# offset_pipe

Figure 1. Clock wires, drivers and flops (offset_pipe).
(6 px per micron)
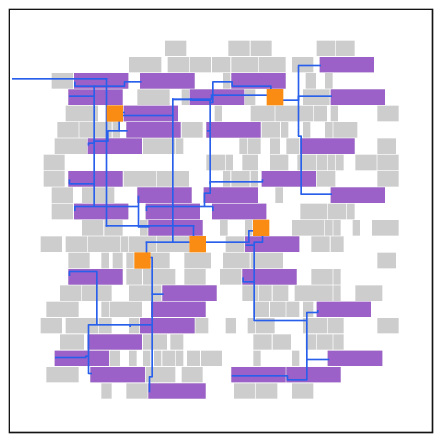

[config.mk]
export PLATFORM = sky130hd
export DESIGN_NAME = offset_pipe
export DESIGN_NICKNAME = d
export VERILOG_FILES = /design/src/rtl/offset_pipe_pkg.sv /design/src/rtl/offset_pipe_slot.sv /design/src/rtl/offset_pipe.sv
export SDC_FILE = /design/constraint.sdc
export NUM_CORES = 1
export LEC_CHECK = 0
export CAP_MARGIN = 10
export CORE_MARGIN = 5
export CORE_UTILIZATION = 50
export CTS_CLUSTER_DIAMETER = 80
export CTS_CLUSTER_SIZE = 16
export DETAILED_ROUTE_END_ITERATION = 7
export GPL_TIMING_DRIVEN = 0
export PLACE_DENSITY_LB_ADDON = 0.2
export SLEW_MARGIN = 10
export SYNTH_ARGS = -nofsm -noshare
export SYNTH_HDL_FRONTEND = slang
export SYNTH_HIERARCHICAL = 1
export SYNTH_SLANG_ARGS = --single-unit
[constraint.sdc]
create_clock -name clk -period 2.1 [get_ports clk]
set_input_delay 0.42 -clock clk [delete_from_list [all_inputs] [get_ports clk]]
set_output_delay 0.42 -clock clk [all_outputs]
set_load 0.05 [all_outputs]
[src/rtl/offset_pipe_pkg.sv]
// Shared types and widths for the offset_pipe datapath.
package offset_pipe_pkg;

  typedef enum logic {
    MODE_WRAP = 1'b0,
    MODE_SAT  = 1'b1
  } mode_e;

  localparam int UF_CNT_W = 16;

endpackage

[src/rtl/offset_pipe_slot.sv]
// One elastic register slot: a valid bit plus a data word.
// clear empties the slot (bubble), load captures a new beat; data holds otherwise.
module pipe_slot #(
  parameter int WIDTH = 8
) (
  input  logic             clk,
  input  logic             rst,
  input  logic             load,
  input  logic             clear,
  input  logic [WIDTH-1:0] d,
  output logic             vld,
  output logic [WIDTH-1:0] q
);

  always_ff @(posedge clk or posedge rst) begin
    if (rst) begin
      vld <= 1'b0;
      q   <= '0;
    end else if (clear) begin
      vld <= 1'b0;
    end else if (load) begin
      vld <= 1'b1;
      q   <= d;
    end
  end

endmodule

[src/rtl/offset_pipe.sv]
// Elastic STAGES-slot pipeline subtracting a constant OFFSET, with a per-beat
// underflow flag and a saturating count of delivered underflow beats.
module offset_pipe
  import offset_pipe_pkg::*;
#(
  parameter int    WIDTH  = 8,
  parameter int    STAGES = 2,
  parameter int    OFFSET = 16,
  parameter mode_e MODE   = MODE_WRAP
) (
  input  logic                clk,
  input  logic                rst,
  input  logic                in_valid,
  output logic                in_ready,
  input  logic [WIDTH-1:0]    data_in,
  output logic                out_valid,
  input  logic                out_ready,
  output logic [WIDTH-1:0]    data_out,
  output logic                underflow,
  input  logic                clr_count,
  output logic [UF_CNT_W-1:0] uf_count
);

  // vld_pipe[0]/dat_pipe[0] is the upstream port; entry k+1 is slot k.
  logic [STAGES:0]              vld_pipe;
  logic [STAGES-1:0][WIDTH-1:0] dat_pipe;
  logic [STAGES-1:0]            adv;
  logic [WIDTH:0]               last_q;
  logic [WIDTH:0]               diff;
  logic                         uf_next;
  logic [WIDTH-1:0]             res_next;

  assign vld_pipe[0] = in_valid;
  assign dat_pipe[0] = data_in;

  // Arithmetic sits in front of the last slot so the result leaves registered.
  assign diff     = {1'b0, dat_pipe[STAGES-1]} - (WIDTH+1)'(OFFSET);
  assign uf_next  = diff[WIDTH];
  assign res_next = (MODE == MODE_SAT && uf_next) ? '0 : diff[WIDTH-1:0];

  genvar k;
  generate
    for (k = 0; k < STAGES; k++) begin : g_stage
      if (k == STAGES-1) begin : g_last
        assign adv[k] = !vld_pipe[k+1] || out_ready;
        pipe_slot #(.WIDTH(WIDTH+1)) u_slot (
          .clk   (clk),
          .rst   (rst),
          .load  (adv[k] && vld_pipe[k]),
          .clear (adv[k] && !vld_pipe[k]),
          .d     ({uf_next, res_next}),
          .vld   (vld_pipe[k+1]),
          .q     (last_q)
        );
      end else begin : g_mid
        assign adv[k] = !vld_pipe[k+1] || adv[k+1];
        pipe_slot #(.WIDTH(WIDTH)) u_slot (
          .clk   (clk),
          .rst   (rst),
          .load  (adv[k] && vld_pipe[k]),
          .clear (adv[k] && !vld_pipe[k]),
          .d     (dat_pipe[k]),
          .vld   (vld_pipe[k+1]),
          .q     (dat_pipe[k+1])
        );
      end
    end
  endgenerate

  assign in_ready  = adv[0];
  assign out_valid = vld_pipe[STAGES];
  assign data_out  = last_q[WIDTH-1:0];
  // A bubble keeps stale slot data, so the flag is masked by valid.
  assign underflow = last_q[WIDTH] && out_valid;

  always_ff @(posedge clk or posedge rst) begin
    if (rst)
      uf_count <= '0;
    else if (clr_count)
      uf_count <= '0;
    else if (out_valid && out_ready && underflow && uf_count != '1)
      uf_count <= uf_count + 1'b1;
  end

endmodule
# mmio_button_conditioner_flat

$ cat src/rtl/jzjcoref_io_pkg.sv
// Shared types and defaults for the JZJCoreF board I/O conditioning blocks.
// Latency: n/a (types and constants only).
// Backpressure: n/a.
package jzjcoref_io_pkg;

  typedef enum logic [1:0] {
    RELEASED     = 2'd0,
    PRESS_WAIT   = 2'd1,
    PRESSED      = 2'd2,
    RELEASE_WAIT = 2'd3
  } debounceState_t;

  localparam int NUM_BUTTONS_DEFAULT     = 4;
  localparam int SYNC_STAGES_DEFAULT     = 2;
  localparam int DEBOUNCE_CYCLES_DEFAULT = 500000;  // 10 ms at 50 MHz
  localparam bit ACTIVE_LOW_IN_DEFAULT   = 1'b1;

  // Debounced level is "down" once a press is accepted, until a release is accepted.
  function automatic logic is_down(debounceState_t s);
    return (s == PRESSED) || (s == RELEASE_WAIT);
  endfunction

endpackage

$ cat src/rtl/mmio_button_conditioner_if.sv
// Button bundle between board pins / MMIO write strobes and the conditioner.
// Latency: n/a (wiring only).
// Backpressure: none; every signal is a free-running per-bit level or pulse.
interface mmio_button_conditioner_if
  import jzjcoref_io_pkg::*;
#(
  parameter int NUM_BUTTONS = NUM_BUTTONS_DEFAULT
);

  logic [NUM_BUTTONS-1:0] rawButton;
  logic [NUM_BUTTONS-1:0] clearLatched;
  logic [NUM_BUTTONS-1:0] buttonLevel;
  logic [NUM_BUTTONS-1:0] buttonPressed;
  logic [NUM_BUTTONS-1:0] buttonReleased;
  logic [NUM_BUTTONS-1:0] pressLatched;

  // Board/MMIO side: drives pins and clears, consumes conditioned outputs.
  modport master (
    output rawButton, clearLatched,
    input  buttonLevel, buttonPressed, buttonReleased, pressLatched
  );

  // Conditioner side.
  modport slave (
    input  rawButton, clearLatched,
    output buttonLevel, buttonPressed, buttonReleased, pressLatched
  );

endinterface

$ cat src/rtl/debounce_channel.sv
// One button: synchroniser, debounce FSM/counter, press/release pulses, sticky press latch.
// Latency: clean pin edge to level_o = SYNC_STAGES + DEBOUNCE_CYCLES + 1 cycles; latch 1 cycle after pulse.
// Backpressure: none; all outputs are registered free-running levels/pulses.
module debounce_channel
  import jzjcoref_io_pkg::*;
#(
  parameter int SYNC_STAGES     = SYNC_STAGES_DEFAULT,
  parameter int DEBOUNCE_CYCLES = DEBOUNCE_CYCLES_DEFAULT,
  parameter bit ACTIVE_LOW_IN   = ACTIVE_LOW_IN_DEFAULT
) (
  input  logic clock,
  input  logic notReset,
  input  logic raw_i,
  input  logic clear_i,
  output logic level_o,
  output logic pressed_o,
  output logic released_o,
  output logic latched_o
);

  localparam int              CNT_W   = $clog2(DEBOUNCE_CYCLES + 1);
  localparam logic [CNT_W-1:0] CNT_MAX = CNT_W'(DEBOUNCE_CYCLES);
  localparam logic [CNT_W-1:0] CNT_ONE = CNT_W'(1);

  logic [SYNC_STAGES-1:0] sync_q;
  debounceState_t         state_q, state_d;
  logic [CNT_W-1:0]       cnt_q, cnt_d;
  logic                   level_q, level_d;
  logic                   pressed_q, released_q;
  logic                   latched_q, latched_d;
  logic                   p;

  // Synchroniser chain; bit 0 takes the pin, MSB feeds the debouncer. Resets to "released".
  always_ff @(posedge clock or negedge notReset) begin
    if (!notReset) sync_q <= {SYNC_STAGES{ACTIVE_LOW_IN}};
    else           sync_q <= {sync_q[SYNC_STAGES-2:0], raw_i};
  end

  // Normalise polarity so p=1 always means "pin says pressed".
  assign p = ACTIVE_LOW_IN ? ~sync_q[SYNC_STAGES-1] : sync_q[SYNC_STAGES-1];

  // Debounce FSM: a change is accepted only after p holds for DEBOUNCE_CYCLES+1 cycles.
  always_comb begin
    state_d = state_q;
    cnt_d   = cnt_q;
    case (state_q)
      RELEASED: begin
        if (p) begin
          state_d = PRESS_WAIT;
          cnt_d   = CNT_ONE;
        end
      end
      PRESS_WAIT: begin
        if (!p) begin
          state_d = RELEASED;
          cnt_d   = '0;
        end else if (cnt_q == CNT_MAX) begin
          state_d = PRESSED;
          cnt_d   = '0;
        end else begin
          cnt_d = cnt_q + CNT_ONE;
        end
      end
      PRESSED: begin
        if (!p) begin
          state_d = RELEASE_WAIT;
          cnt_d   = CNT_ONE;
        end
      end
      RELEASE_WAIT: begin
        if (p) begin
          state_d = PRESSED;
          cnt_d   = '0;
        end else if (cnt_q == CNT_MAX) begin
          state_d = RELEASED;
          cnt_d   = '0;
        end else begin
          cnt_d = cnt_q + CNT_ONE;
        end
      end
      default: begin
        state_d = RELEASED;
        cnt_d   = '0;
      end
    endcase
  end

  // Level follows the next state so it changes on the same edge the FSM accepts.
  assign level_d   = is_down(state_d);
  // Pulse is only ever 1 cycle, so "set wins" falls out of OR-ing it in.
  assign latched_d = pressed_q | (latched_q & ~clear_i);

  // FSM state and debounce counter.
  always_ff @(posedge clock or negedge notReset) begin
    if (!notReset) begin
      state_q <= RELEASED;
      cnt_q   <= '0;
    end else begin
      state_q <= state_d;
      cnt_q   <= cnt_d;
    end
  end

  // Registered level and one-cycle edge pulses aligned with the first cycle of the new level.
  always_ff @(posedge clock or negedge notReset) begin
    if (!notReset) begin
      level_q    <= 1'b0;
      pressed_q  <= 1'b0;
      released_q <= 1'b0;
    end else begin
      level_q    <= level_d;
      pressed_q  <= level_d & ~level_q;
      released_q <= ~level_d & level_q;
    end
  end

  // Sticky press latch, cleared by software.
  always_ff @(posedge clock or negedge notReset) begin
    if (!notReset) latched_q <= 1'b0;
    else           latched_q <= latched_d;
  end

  assign level_o    = level_q;
  assign pressed_o  = pressed_q;
  assign released_o = released_q;
  assign latched_o  = latched_q;

endmodule

$ cat src/rtl/mmio_button_conditioner.sv
// Conditions NUM_BUTTONS raw board buttons for the MMIO input port: one debounce channel per bit.
// Latency: clean pin edge to buttonLevel = SYNC_STAGES + DEBOUNCE_CYCLES + 1 cycles.
// Backpressure: none; outputs are registered levels/pulses, inputs are sampled every cycle.
module mmio_button_conditioner
  import jzjcoref_io_pkg::*;
#(
  parameter int NUM_BUTTONS     = NUM_BUTTONS_DEFAULT,
  parameter int SYNC_STAGES     = SYNC_STAGES_DEFAULT,
  parameter int DEBOUNCE_CYCLES = DEBOUNCE_CYCLES_DEFAULT,
  parameter bit ACTIVE_LOW_IN   = ACTIVE_LOW_IN_DEFAULT
) (
  input  logic                        clock,
  input  logic                        notReset,
  mmio_button_conditioner_if.slave    bus
);

  logic [NUM_BUTTONS-1:0] level_w;
  logic [NUM_BUTTONS-1:0] pressed_w;
  logic [NUM_BUTTONS-1:0] released_w;
  logic [NUM_BUTTONS-1:0] latched_w;

  // Channels are fully independent; no state is shared between bits.
  for (genvar gi = 0; gi < NUM_BUTTONS; gi++) begin : g_chan
    debounce_channel #(
      .SYNC_STAGES     (SYNC_STAGES),
      .DEBOUNCE_CYCLES (DEBOUNCE_CYCLES),
      .ACTIVE_LOW_IN   (ACTIVE_LOW_IN)
    ) u_chan (
      .clock      (clock),
      .notReset   (notReset),
      .raw_i      (bus.rawButton[gi]),
      .clear_i    (bus.clearLatched[gi]),
      .level_o    (level_w[gi]),
      .pressed_o  (pressed_w[gi]),
      .released_o (released_w[gi]),
      .latched_o  (latched_w[gi])
    );
  end

  assign bus.buttonLevel    = level_w;
  assign bus.buttonPressed  = pressed_w;
  assign bus.buttonReleased = released_w;
  assign bus.pressLatched   = latched_w;

endmodule
$ cat src/flat_wrapper.sv
// flat-port wrapper written by rule: the top's interface ports become plain ports
module mmio_button_conditioner_flat import jzjcoref_io_pkg::*;
#(
  parameter int NUM_BUTTONS     = NUM_BUTTONS_DEFAULT,
  parameter int SYNC_STAGES     = SYNC_STAGES_DEFAULT,
  parameter int DEBOUNCE_CYCLES = DEBOUNCE_CYCLES_DEFAULT,
  parameter bit ACTIVE_LOW_IN   = ACTIVE_LOW_IN_DEFAULT
)
  (clock, notReset, bus_rawButton, bus_clearLatched, bus_buttonLevel, bus_buttonPressed, bus_buttonReleased, bus_pressLatched);
  mmio_button_conditioner_if #(.NUM_BUTTONS(NUM_BUTTONS)) bus_i ();
  input  logic clock;
  input  logic notReset;
  input wire logic [$bits(bus_i.rawButton)-1:0] bus_rawButton;
  input wire logic [$bits(bus_i.clearLatched)-1:0] bus_clearLatched;
  output wire logic [$bits(bus_i.buttonLevel)-1:0] bus_buttonLevel;
  output wire logic [$bits(bus_i.buttonPressed)-1:0] bus_buttonPressed;
  output wire logic [$bits(bus_i.buttonReleased)-1:0] bus_buttonReleased;
  output wire logic [$bits(bus_i.pressLatched)-1:0] bus_pressLatched;
  assign bus_i.rawButton = bus_rawButton;
  assign bus_i.clearLatched = bus_clearLatched;
  assign bus_buttonLevel = bus_i.buttonLevel;
  assign bus_buttonPressed = bus_i.buttonPressed;
  assign bus_buttonReleased = bus_i.buttonReleased;
  assign bus_pressLatched = bus_i.pressLatched;
  mmio_button_conditioner #(.NUM_BUTTONS(NUM_BUTTONS), .SYNC_STAGES(SYNC_STAGES), .DEBOUNCE_CYCLES(DEBOUNCE_CYCLES), .ACTIVE_LOW_IN(ACTIVE_LOW_IN)) u_core (.clock(clock), .notReset(notReset), .bus(bus_i));
endmodule
$ cat config.mk
export PLATFORM = sky130hd
export DESIGN_NAME = mmio_button_conditioner_flat
export DESIGN_NICKNAME = d
export VERILOG_FILES = /design/src/rtl/jzjcoref_io_pkg.sv /design/src/rtl/mmio_button_conditioner_if.sv /design/src/rtl/debounce_channel.sv /design/src/rtl/mmio_button_conditioner.sv /design/src/flat_wrapper.sv
export SDC_FILE = /design/constraint.sdc
export NUM_CORES = 1
export LEC_CHECK = 0
export CORE_MARGIN = 8
export CORE_UTILIZATION = 30
export CTS_BUF_LIST = sky130_fd_sc_hd__clkbuf_4 sky130_fd_sc_hd__clkbuf_8
export DETAILED_ROUTE_END_ITERATION = 6
export GPL_ROUTABILITY_DRIVEN = 0
export SLEW_MARGIN = 40
export SYNTH_ARGS = -nofsm -noshare
export SYNTH_HDL_FRONTEND = slang
export SYNTH_SLANG_ARGS = --single-unit
$ cat constraint.sdc
create_clock -name clock -period 2.8 [get_ports clock]
set_clock_uncertainty 0.05 [all_clocks]
set_input_delay 0.28 -clock clock [delete_from_list [all_inputs] [get_ports clock]]
set_output_delay 0.28 -clock clock [all_outputs]
set_load 0.01 [all_outputs]
# led_pattern_gen

## src/rtl/led_pattern_pkg.sv

```systemverilog
// led_pattern_pkg -- shared constants and helpers for the LED pattern engine.
//   MODE_*   : run-time pattern mode encodings (value of the MODE input)
//   DIR_*    : bounce direction encodings
//   step_limit(): prescaler limit for a given base period and speed shift
package led_pattern_pkg;

  localparam logic [1:0] MODE_ROTL   = 2'd0;
  localparam logic [1:0] MODE_ROTR   = 2'd1;
  localparam logic [1:0] MODE_BOUNCE = 2'd2;
  localparam logic [1:0] MODE_COUNT  = 2'd3;

  localparam logic DIR_LEFT  = 1'b0;
  localparam logic DIR_RIGHT = 1'b1;

  // Cycles per step: period >> speed, never below one cycle.
  function automatic logic [31:0] step_limit(input logic [31:0] period,
                                             input logic [2:0]  speed);
    logic [31:0] shifted;
    shifted = period >> speed;
    if (shifted == 32'd0) begin
      return 32'd1;
    end else begin
      return shifted;
    end
  endfunction

endpackage

```

## src/rtl/led_tick_gen.sv

```systemverilog
// led_tick_gen -- step prescaler for the LED pattern engine.
//   clk, rst_n : clock, asynchronous active-low reset
//   clr        : synchronous clear of the count (mode reload); suppresses adv
//   speed      : limit = max(PERIOD >> speed, 1)
//   pause      : hold the count; while set, step requests an advance
//   step       : single-step request, honoured only while paused
//   adv        : combinational advance request for the current cycle
module led_tick_gen
  import led_pattern_pkg::*;
#(
  parameter int unsigned PERIOD = 25000000
) (
  input  logic       clk,
  input  logic       rst_n,
  input  logic       clr,
  input  logic [2:0] speed,
  input  logic       pause,
  input  logic       step,
  output logic       adv
);

  localparam int unsigned CW = (PERIOD > 1) ? $clog2(PERIOD) : 1;

  logic [CW-1:0] cnt_q;
  logic [CW-1:0] cnt_d;
  logic [31:0]   lim_m1_s;
  logic          at_end_s;

  // Next count and advance request. ">=" rather than "==" so a speed-up that
  // leaves the count beyond the new limit still advances on the next cycle.
  always_comb begin
    lim_m1_s = step_limit(32'(PERIOD), speed) - 32'd1;
    at_end_s = (32'(cnt_q) >= lim_m1_s);
    cnt_d    = cnt_q;
    adv      = 1'b0;
    if (clr) begin
      cnt_d = '0;
      adv   = 1'b0;
    end else if (pause) begin
      cnt_d = cnt_q;
      adv   = step;
    end else if (at_end_s) begin
      cnt_d = '0;
      adv   = 1'b1;
    end else begin
      cnt_d = cnt_q + CW'(1'b1);
      adv   = 1'b0;
    end
  end

  // Prescaler count register.
  always_ff @(posedge clk or negedge rst_n) begin
    if (!rst_n) begin
      cnt_q <= '0;
    end else begin
      cnt_q <= cnt_d;
    end
  end

endmodule

```

## src/rtl/led_pattern_gen.sv

```systemverilog
// led_pattern_gen -- parametrised LED pattern engine.
//   SYSCLK  : system clock
//   RST_N   : asynchronous active-low reset
//   MODE    : 0 rotate-left, 1 rotate-right, 2 bounce, 3 binary count
//   SPEED   : step period = max(PERIOD >> SPEED, 1) cycles
//   PAUSE   : hold pattern and prescaler
//   STEP    : one-cycle pulse, advances one step while PAUSE=1
//   BRIGHT  : PWM duty (only with LED_PWM_EN defined)
//   LED     : LED drive, bit 0 = first LED
//   TICK    : one-cycle pulse in the cycle after each advance
// Optional feature macro: LED_PWM_EN (brightness gating of LED).
module led_pattern_gen
  import led_pattern_pkg::*;
#(
  parameter int unsigned WIDTH  = 8,
  parameter int unsigned PERIOD = 25000000
) (
  input  logic             SYSCLK,
  input  logic             RST_N,
  input  logic [1:0]       MODE,
  input  logic [2:0]       SPEED,
  input  logic             PAUSE,
  input  logic             STEP,
  input  logic [3:0]       BRIGHT,
  output logic [WIDTH-1:0] LED,
  output logic             TICK
);

  localparam logic [WIDTH-1:0] ONE = WIDTH'(1);

  logic [WIDTH-1:0] pattern_q, pattern_d, step_next_s;
  logic             dir_q, dir_d, dir_next_s;
  logic [1:0]       mode_q, mode_d;
  logic             tick_q, tick_d;
  logic             mode_chg_s;
  logic             adv_s;

  assign mode_chg_s = (MODE != mode_q);

  led_tick_gen #(
    .PERIOD (PERIOD)
  ) u_tick_gen (
    .clk   (SYSCLK),
    .rst_n (RST_N),
    .clr   (mode_chg_s),
    .speed (SPEED),
    .pause (PAUSE),
    .step  (STEP),
    .adv   (adv_s)
  );

  // Pattern one step ahead in the current mode. Rotations are written as
  // shift/or pairs so WIDTH=1 degenerates to "stay" without a bad slice.
  always_comb begin
    step_next_s = pattern_q;
    dir_next_s  = dir_q;
    case (mode_q)
      MODE_ROTL: step_next_s = (pattern_q << 1) | (pattern_q >> (WIDTH - 1));
      MODE_ROTR: step_next_s = (pattern_q >> 1) | (pattern_q << (WIDTH - 1));
      MODE_BOUNCE: begin
        if (WIDTH == 1) begin
          step_next_s = pattern_q;
        end else if (dir_q == DIR_LEFT) begin
          step_next_s = pattern_q << 1;
          // Turn as soon as the end LED is reached so it is shown one step.
          if (step_next_s[WIDTH-1]) begin
            dir_next_s = DIR_RIGHT;
          end else begin
            dir_next_s = dir_q;
          end
        end else begin
          step_next_s = pattern_q >> 1;
          if (step_next_s[0]) begin
            dir_next_s = DIR_LEFT;
          end else begin
            dir_next_s = dir_q;
          end
        end
      end
      MODE_COUNT: step_next_s = pattern_q + ONE;
      default:    step_next_s = pattern_q;
    endcase
  end

  // State update; a mode reload takes priority over a coincident advance.
  always_comb begin
    mode_d    = mode_q;
    pattern_d = pattern_q;
    dir_d     = dir_q;
    tick_d    = 1'b0;
    if (mode_chg_s) begin
      mode_d    = MODE;
      pattern_d = (MODE == MODE_COUNT) ? '0 : ONE;
      dir_d     = DIR_LEFT;
      tick_d    = 1'b0;
    end else if (adv_s) begin
      pattern_d = step_next_s;
      dir_d     = dir_next_s;
      tick_d    = 1'b1;
    end else begin
      pattern_d = pattern_q;
      dir_d     = dir_q;
      tick_d    = 1'b0;
    end
  end

  // Pattern, direction, mode and tick registers.
  always_ff @(posedge SYSCLK or negedge RST_N) begin
    if (!RST_N) begin
      pattern_q <= ONE;
      dir_q     <= DIR_LEFT;
      mode_q    <= MODE_ROTL;
      tick_q    <= 1'b0;
    end else begin
      pattern_q <= pattern_d;
      dir_q     <= dir_d;
      mode_q    <= mode_d;
      tick_q    <= tick_d;
    end
  end

  assign TICK = tick_q;

`ifdef LED_PWM_EN
  logic [3:0] pwm_q, pwm_d;
  logic       gate_s;

  // Free-running PWM phase; independent of PAUSE so brightness never freezes.
  always_comb begin
    pwm_d  = pwm_q + 4'd1;
    gate_s = (pwm_q < BRIGHT) || (BRIGHT == 4'd15);
  end

  // PWM phase register.
  always_ff @(posedge SYSCLK or negedge RST_N) begin
    if (!RST_N) begin
      pwm_q <= 4'd0;
    end else begin
      pwm_q <= pwm_d;
    end
  end

  assign LED = pattern_q & {WIDTH{gate_s}};
`else
  logic unused_bright_s;
  assign unused_bright_s = ^BRIGHT;
  assign LED = pattern_q;
`endif

endmodule
```

## config.mk

```make
export PLATFORM = sky130hd
export DESIGN_NAME = led_pattern_gen
export DESIGN_NICKNAME = d
export VERILOG_FILES = /design/src/rtl/led_pattern_pkg.sv /design/src/rtl/led_tick_gen.sv /design/src/rtl/led_pattern_gen.sv
export SDC_FILE = /design/constraint.sdc
export NUM_CORES = 1
export LEC_CHECK = 0
export CORE_ASPECT_RATIO = 0.6
export CORE_UTILIZATION = 27
export CTS_CLUSTER_SIZE = 12
export DETAILED_ROUTE_END_ITERATION = 7
export GPL_TIMING_DRIVEN = 0
export HOLD_SLACK_MARGIN = 0.15
export SYNTH_ARGS = -nofsm -noshare
export SYNTH_HDL_FRONTEND = slang
export SYNTH_HIERARCHICAL = 1
export SYNTH_SLANG_ARGS = --single-unit
```

## constraint.sdc

```tcl
create_clock -name SYSCLK -period 4.6 [get_ports SYSCLK]
set_input_delay 1.15 -clock SYSCLK [delete_from_list [all_inputs] [get_ports SYSCLK]]
set_output_delay 1.15 -clock SYSCLK [all_outputs]
set_load 0.03 [all_outputs]
```

# iu_logic_wb

$ cat src/rtl/iu_logic_wb.sv
// Writeback stage for the IU logical unit: a two-entry skid FIFO that feeds the register-file
// write port and commits integer condition codes when cc-form results retire.
module iu_logic_wb #(
  parameter int unsigned DEPTH = 2,
  parameter int unsigned RD_W  = 5
) (
  input  logic            clk,
  input  logic            rst_n,
  input  logic            in_valid,
  output logic            in_ready,
  input  logic [31:0]     in_result,
  input  logic [3:0]      in_flags,
  input  logic [5:0]      in_op,
  input  logic [RD_W-1:0] in_rd,
  input  logic            flush,
  output logic            wr_en,
  output logic [RD_W-1:0] wr_addr,
  output logic [31:0]     wr_data,
  input  logic            wr_ack,
  output logic [3:0]      icc,
  output logic            icc_upd,
  output logic            retire
);

  typedef enum logic [1:0] {StEmpty, StOne, StTwo} state_e;

  state_e state_q, state_d;

  logic [31:0]     res_q   [DEPTH];
  logic [3:0]      flags_q [DEPTH];
  logic            cc_q    [DEPTH];
  logic [RD_W-1:0] rd_q    [DEPTH];

  logic       rd_ptr_q, wr_ptr_q;
  logic [3:0] icc_q;
  logic       icc_upd_q, retire_q;

  logic head_valid, head_g0, accept, retire_now;

  assign in_ready   = (state_q != StTwo);
  assign head_valid = (state_q != StEmpty);
  assign head_g0    = (rd_q[rd_ptr_q] == '0);
  assign accept     = in_valid & in_ready & ~flush;
  // %g0 writes are dropped, so such an entry retires without waiting for an ack.
  assign retire_now = head_valid & (head_g0 | wr_ack) & ~flush;

  assign wr_en   = head_valid & ~head_g0;
  assign wr_addr = head_valid ? rd_q[rd_ptr_q] : '0;
  assign wr_data = head_valid ? res_q[rd_ptr_q] : '0;
  assign icc     = icc_q;
  assign icc_upd = icc_upd_q;
  assign retire  = retire_q;

  always_comb begin
    state_d = state_q;
    if (flush) begin
      state_d = StEmpty;
    end else begin
      unique case (state_q)
        StEmpty: if (accept) state_d = StOne;
        StOne: begin
          if (accept && !retire_now)      state_d = StTwo;
          else if (!accept && retire_now) state_d = StEmpty;
        end
        StTwo:   if (retire_now) state_d = StOne;
        default: state_d = StEmpty;
      endcase
    end
  end

  always_ff @(posedge clk or negedge rst_n) begin
    if (!rst_n) begin
      state_q   <= StEmpty;
      rd_ptr_q  <= 1'b0;
      wr_ptr_q  <= 1'b0;
      icc_q     <= 4'b0000;
      icc_upd_q <= 1'b0;
      retire_q  <= 1'b0;
    end else begin
      state_q   <= state_d;
      icc_upd_q <= retire_now & cc_q[rd_ptr_q];
      retire_q  <= retire_now;
      if (retire_now && cc_q[rd_ptr_q]) icc_q <= flags_q[rd_ptr_q];
      if (flush) begin
        rd_ptr_q <= 1'b0;
        wr_ptr_q <= 1'b0;
      end else begin
        if (accept)     wr_ptr_q <= ~wr_ptr_q;
        if (retire_now) rd_ptr_q <= ~rd_ptr_q;
      end
    end
  end

  // Payload storage needs no reset: outputs are gated by occupancy.
  always_ff @(posedge clk) begin
    if (accept) begin
      res_q[wr_ptr_q]   <= in_result;
      flags_q[wr_ptr_q] <= in_flags;
      cc_q[wr_ptr_q]    <= in_op[4];
      rd_q[wr_ptr_q]    <= in_rd;
    end
  end

endmodule

$ cat config.mk
export PLATFORM = sky130hd
export DESIGN_NAME = iu_logic_wb
export DESIGN_NICKNAME = d
export VERILOG_FILES = /design/src/rtl/iu_logic_wb.sv
export SDC_FILE = /design/constraint.sdc
export NUM_CORES = 1
export LEC_CHECK = 0
export ABC_AREA = 1
export CORE_MARGIN = 2
export CORE_UTILIZATION = 39
export DETAILED_ROUTE_END_ITERATION = 10
export GPL_ROUTABILITY_DRIVEN = 0
export GPL_TIMING_DRIVEN = 0
export PLACE_DENSITY_LB_ADDON = 0.25
export SYNTH_ARGS = -nofsm -noshare
export SYNTH_HDL_FRONTEND = slang
export SYNTH_SLANG_ARGS = --single-unit
export TNS_END_PERCENT = 1
$ cat constraint.sdc
create_clock -name clk -period 3 [get_ports clk]
set_clock_uncertainty 0.15 [all_clocks]
set_input_delay 0.75 -clock clk [delete_from_list [all_inputs] [get_ports clk]]
set_output_delay 0.75 -clock clk [all_outputs]
set_load 0.01 [all_outputs]
Figure 2. Routed metal, one colour a layer (mmio_button_conditioner_flat).
(2 px per micron) Two of the layers only.
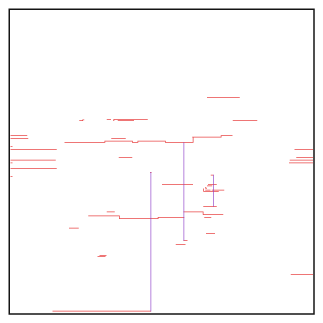
legend:
  M3:
    colour: red
    wire_length: 495 microns
  M4:
    colour: purple
    wire_length: 134 microns
Routed wire per std cell: 14.1 microns
routed wire length: 11700 microns

==> run summary, mmio_button_conditioner_flat <==
impl run done, here's what came out: status finished clean, power share of the sequential group 59.0%, worst-case reg-to-reg path depth 6, number of flip-flops under the largest register name 76, initial antenna violation count 0, vias in the first global route 4133, Setup Fix Bufs, Post-CTS 0, total grt overflow 0, clk sinks 108, ys flop type dfrtp_1, Syn Inst Count 583, uppermost layer routed met4, Tightest Pin Transition 0.771 ns, MI comb area 2480 sq um, via count 4287, GR peak layer met2, Crit. Startpoint u_core.g_chan[1].u_chan.cnt_q[0], Hold Path Stages 1, Final Net Count 611, reg-to-reg slack, setup 0.49 ns, Max-Cap Viols 0, clk root buf clkbuf_8, Flops 108, Die Wd 152 microns, die height 152 microns, Post-synth area hogs dfrtp_1 45%, nand2_1 4.2%, a31oi_1 3.9%, P per Cell Area 466 nW/um^2, Net Sw Frac 26.4%, top cell category flip-flops and latches, Worst Setup Start Kind flop, number of non-clock inverters in the layout 34, Placement Cell Area 5940 sq um, worst slack, placed 0.509 ns, Gate power share 8.3%, critical path peak fanout 22, First-pass DRT Iterations 5, crit path DAT 2.56 ns, Post-route DRC 0, most frequent cell after synthesis dfrtp_1, ClkCell Share 3.08%, tap cells 229, highest clock rate 432 MHz, Basic Gates by Area 21.8%, Seq/Total Area, Yosys 49.2%, Layout area overhead 11.3%, asr flop ratio synth 100%, Netlist cell types 52, clock buffers 13, DRT met1 WL 5490 microns, setup slack after layout 0.487 ns, ys flops 108, post-CTS sizing 0, clk slew on worst S/H paths 0.11 ns, Non-clock buffer share 5.63%, Final Total Pwr 2.86 mW, Initial Util 30.6%
-- mmio_button_conditioner_flat: placed cells by master (no fill, tap or decap), types with 24 or more instances in the layout --
cell type	synthesis	routed
dfrtp_1	100	100
nand2_1	62	62
nand3_1	42	42
a21oi_1	38	35
inv_1	34	34
a31oi_1	34	34
nor2_1	30	29
o21ai_0	25	25
clkdlybuf4s50_1	0	24
-- mmio_button_conditioner_flat: worst max-delay path, stage by stage (launching register included) --
cell and delay, ns:
dfrtp_1 0.43, inv_1 0.10, ha_1 0.14, or4b_4 0.46
o311a_1 0.62, a21o_1 0.26, a21o_1 0.17
Figure 3. Selected gate families (led_pattern_gen).
(3 px per micron)
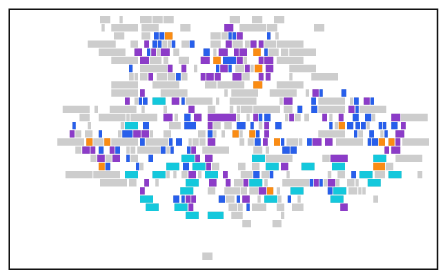
legend:
  aoi and oai cells:
    colour: purple
    cells: 86
    most_used: o21ai_0
  and/or cells:
    colour: orange
    cells: 16
    most_used: or3_1
  nand cells:
    colour: blue
    cells: 85
    most_used: nand2_1
  fa/ha/maj cells:
    colour: cyan
    cells: 28
    most_used: ha_1
final non-filler cell total: 574
Comb area share: 57.0%
most numerous logic cell after layout: nand2_1

==> run summary, led_pattern_gen <==
impl run done, here's what came out: CTS tree built, Mux area share 3.02%, uppermost layer routed met4, Critical Path Sink Type flop, reg-to-reg slack, setup 1.66 ns, Met2 Routed Length 3640 microns, Yosys Chip Area 3190 sq um, global-route wire length before repair 15400 microns, fa+ha+maj area frac 11.0%, Setup Fix Bufs, Post-CTS 1, io pins 22, most frequent cells in the layout 39 x nand2_1, 36 x dfrtp_1, 36 x nor2_1, status finished clean, Iter 0 DRT Violations 292, hold path endpoint LED[0], clk slew on worst S/H paths 0.05 ns, top cell category multi-input combinational cells, First-pass DRT Iterations 5, initial antenna violation count 0, MI comb area 2150 sq um, Initial Util 27.9%, top cells by count, synth 40 x nand2_1, 38 x nor2_1, 36 x dfrtp_1, 28 x ha_1, 23 x nand3_1, die height 86.2 microns, Worst Setup Start Kind primary input, Min Hold Slack 0.560 ns, Final Total Pwr 0.804 mW, R2R Path End dir_q, Die Wd 142 microns, area fraction in xor and xnor cells 2.71%, Reg with most FFs u_tick_gen/cnt_q, clock buffers 8, syn_nets 427, ys flop type dfrtp_1, Seq. cell area 927 sq um, Final period util 96.2%
[led_pattern_gen: where the power goes]
group          total, mW  leakage [nW]  internal (mW)  switching (mW)
Combinational      0.138         0.991         0.0484          0.0896
Clock              0.326        0.0652          0.201           0.125
Sequential         0.339         0.508          0.332         0.00748
Figure 4. Clock wiring as the flow saved it (iu_logic_wb).
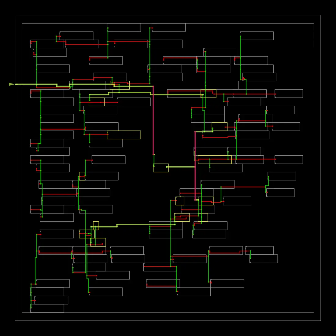
clk sinks: 94
clk latency of the worst-skew pair: 0.34 ns
Flops: 94
Num CTS Buffers: 9
clock buffers: 10

Figure 5. Selected gate families (iu_logic_wb).
(4 px per micron)
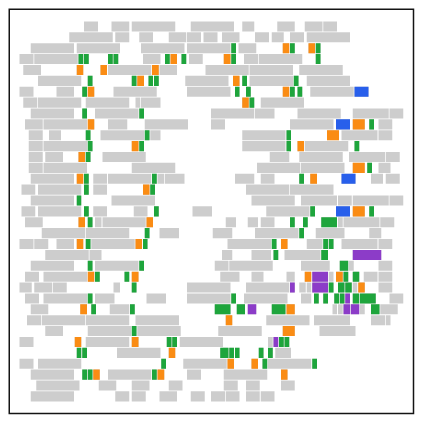
legend:
  aoi and oai cells:
    colour: orange
    cells: 45
    most_used: a21oi_1
    where: spread over the die
  nor cells:
    colour: purple
    cells: 9
    most_used: nor2_1
  nand cells:
    colour: green
    cells: 101
    most_used: nand2_1
    where: spread over the die
  mux cells:
    colour: blue
    cells: 4
    most_used: mux2i_1
Comb area share: 15.5%
final non-filler cell total: 497
most numerous logic cell after layout: nand2_1

==> run summary, iu_logic_wb <==
impl run done, here's what came out: IO buf count 91, initial antenna violation count 0, Net Sw Frac 28.6%, met1 Resource Use GR 20.2%, Crit Path Class reg2out, Layout area overhead 39.2%, DR vias/cell 4.81, Global Route Usage Sum 15.1%, Final Net Count 433, Worst Setup Start Kind flop, clk slew on worst S/H paths 0.08 ns, P per Cell Area 689 nW/um^2, H-tree depth 3, ys flops 94, crit path DRT 2.10 ns, largest area contributor in the netlist edfxtp_1, post-CTS sizing 31, Finished Cell Area 5070 sq um, Yosys Chip Area 3640 sq um, critical path peak fanout 10, final setup fails 0, uppermost layer routed met4, yosys cell count 277, top cells by count, synth 88 x nand2_1, 84 x edfxtp_1, 37 x a21oi_1, 10 x dfrtp_1, Tightest Pin Transition 0.651 ns, antenna viol nets, final 0, Critical Path Sink Type output port, DRT met1 WL 3200 microns, most frequent cells in the layout 88 x nand2_1, 84 x edfxtp_1, 62 x clkdlybuf4s50_1, Iter 0 DRT Violations 82, area fraction in xor and xnor cells 0%, crit-path cells buf_6 > inv_2 > buf_6 > clkbuf_8 > nand2_1 > a21oi_1 > clkdlybuf4s50_1, crit path DAT 2.06 ns, Yosys warning count 0, Basic Gates by Area 13.3%, R2R Path End res_q[1][26], status finished clean, top cell category flip-flops and latches, asr flop ratio synth 10.6%, share of cells above drive strength 1 12.7%, largest registers res_q (64), rd_q (10), flags_q (8), vias in the first global route 2348, WP depth 7, Top Consumer registers, Final period util 98.5%, die area 10100 sq um
==> iu_logic_wb: through the flow <==
stage / setup TNS, ns / hold WS (ns) / power, mW / util (%)
2_1_floorplan: -28.41 / 0.304 / 2.08 / -
3_3_place_gp: -173.15 / 0.314 / 2.62 / 51.3
3_5_place_dp: -3.68 / 0.319 / 2.64 / 51.9
4_1_cts: -0.0943 / 0.340 / 3.56 / 54.8
5_1_grt: -0.0888 / 0.365 / 3.69 / 55.4
6_report: 0 / 0.335 / 3.50 / 55.4
Figure 6. Pin map (offset_pipe).
(6 px per micron) Pins as bars across the die edge, other pins in grey.
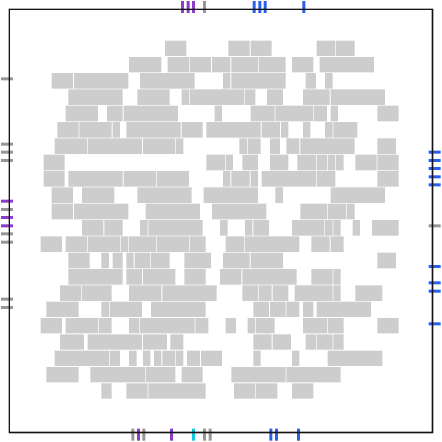
legend:
  `out_valid`:
    colour: cyan
    pins: 1
    direction: output
    edge: bottom
  `uf_count`:
    colour: blue
    pins: 16
    direction: output
    edge: 9 right, 4 top, 3 bottom
  `data_out`:
    colour: purple
    pins: 8
    direction: output
    edge: 3 left, 3 top, 2 bottom
all pins by edge: 12 left, 10 right, 10 bottom, 8 top
IO buf count: 38
die height: 70.3 microns
Die Wd: 70.3 microns

## Picture notes: Figure 1
legend:
  clock wires:
    colour: blue
    length: 433 microns
  clock-net drivers:
    colour: orange
    count: 5
  flip-flops:
    colour: purple
    count: 35
routed clock nets: 6
Clock Skew: 0.0134 ns
P_clk: 0.356 mW
proportion of power drawn by the clock network: 18.5%

==> run summary, offset_pipe <==
impl run done, here's what came out: core box area 3580 sq um, antenna viol nets, final 0, worst-case reg-to-reg path depth 5, Seq/Total Area, Yosys 48.2%, Max-Cap Viols 0, Leak 1.08 nW, # diodes 0, crit path DRT 1.68 ns, Final GP Congestion 0.777, Worst Setup Start Kind flop, RSZ-0062 raised after global routing false, Crit path max-delay family buffers and inverters, Critical Path Max Stage Delay 0.84 ns, reg2reg start uf_count[1], worst path bufs/invs 1, status finished clean, P per Cell Area 831 nW/um^2, number of flip-flops under the largest register name 16, share of cells above drive strength 1 20.8%, worst slack, placed -0.205 ns, top cells by count, synth 35 x dfrtp_1, 20 x nor2_1, 17 x mux2_4, 9 x xor2_1, 8 x inv_1, met1 Resource Use GR 17.0%, largest net degree at the start of global routing 17, Post-DP HPWL 2710 microns, syn_nets 166, Num CTS Buffers 5, combinational power 0.709 mW, via count 1264, Yosys Chip Area 1820 sq um, Max-area cell share 48.2%, total grt overflow 0, # rows 22, largest registers uf_count (16), g_stage.g_last.u_slot/q (9), g_stage.g_mid.u_slot/q (8), R2R Path End uf_count[14], ys flops 35, Met2 Routed Length 1840 microns, Final Net Count 211, Routed wire per std cell 14.4 microns, Final Util 64.7%, final non-filler cell total 245, Hold Crit Class in2async
offset_pipe: cell type report:
type,instances,area share [%]
Tap cell,48,2.59
Buffer,5,1.51
Timing Repair Buffer,38,16.5
Clock inverter,2,0.540
Multi-Input combinational cell,103,37.9
Sequential cell,35,37.9
Inverter,8,1.30
Clock buffer,6,1.78
offset_pipe: cell families (layout without fill, tap and decap cells):
kind of cell	count (synthesis)	in the layout	synth area share (%)
muxes	18	18	14.6
adders and majority gates	2	2	1.38
and+or+nand+nor	58	58	20.4
buffers and inverters	13	59	3.58
AOI/OAI and AO/OA	10	10	4.68
xor gates and xnor gates	15	15	7.23
DFF	35	35	48.2


==> screenshots <==
Pin map.
Plate I
(4 px per micron) Pins as bars across the die edge, other pins in grey.
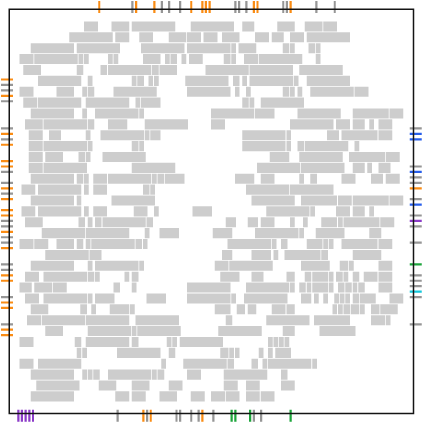
Plate II
(2 px per micron) Pins as bars across the die edge, other pins in grey.
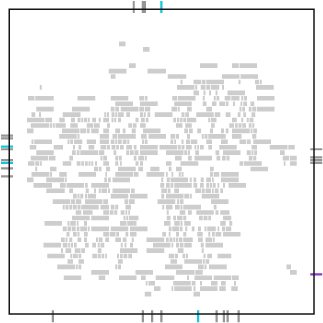
Plate III
(3 px per micron) Pins as bars across the die edge, other pins in grey.
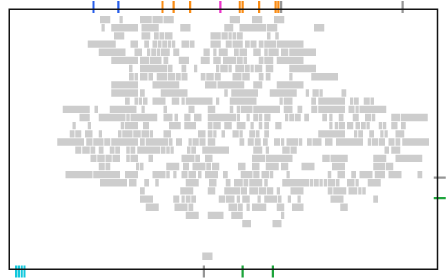
mmio_button_conditioner_flat: Plate II
led_pattern_gen: Plate III
iu_logic_wb: Plate I
Of these, smallest die: Plate I

Key to Plate II:
legend:
  `notReset`:
    colour: purple
    pins: 1
    direction: input
    edge: right
  `bus_buttonLevel`:
    colour: cyan
    pins: 4
    direction: output
    edge: 2 left, 1 bottom, 1 top


==> notes/layouts.md <==
Pictures saved along the way, in no particular order.

Routed metal, one colour a layer.
(a)
(4 px per micron) Two of the layers only.
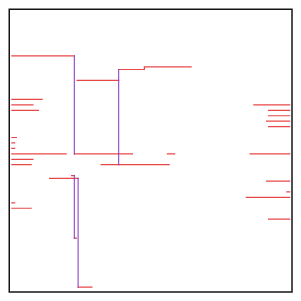
(b)
(2 px per micron) Two of the layers only.
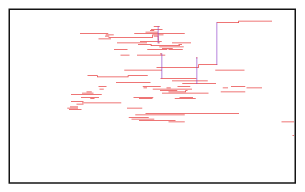
(c)
(3 px per micron) Two of the layers only.
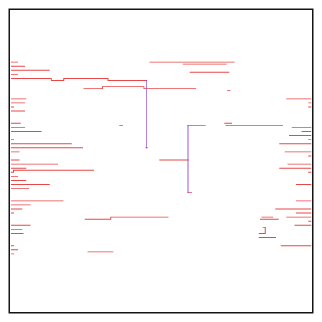
(a) is offset_pipe.
(b) is led_pattern_gen.
(c) is iu_logic_wb.
- largest die: (b)
- least wire: (a)

Key to (c):
legend:
  M3:
    colour: red
    wire_length: 572 microns
  M4:
    colour: purple
    wire_length: 44.9 microns

Power figures rest on the tool's default switching activity, not on a simulated workload.
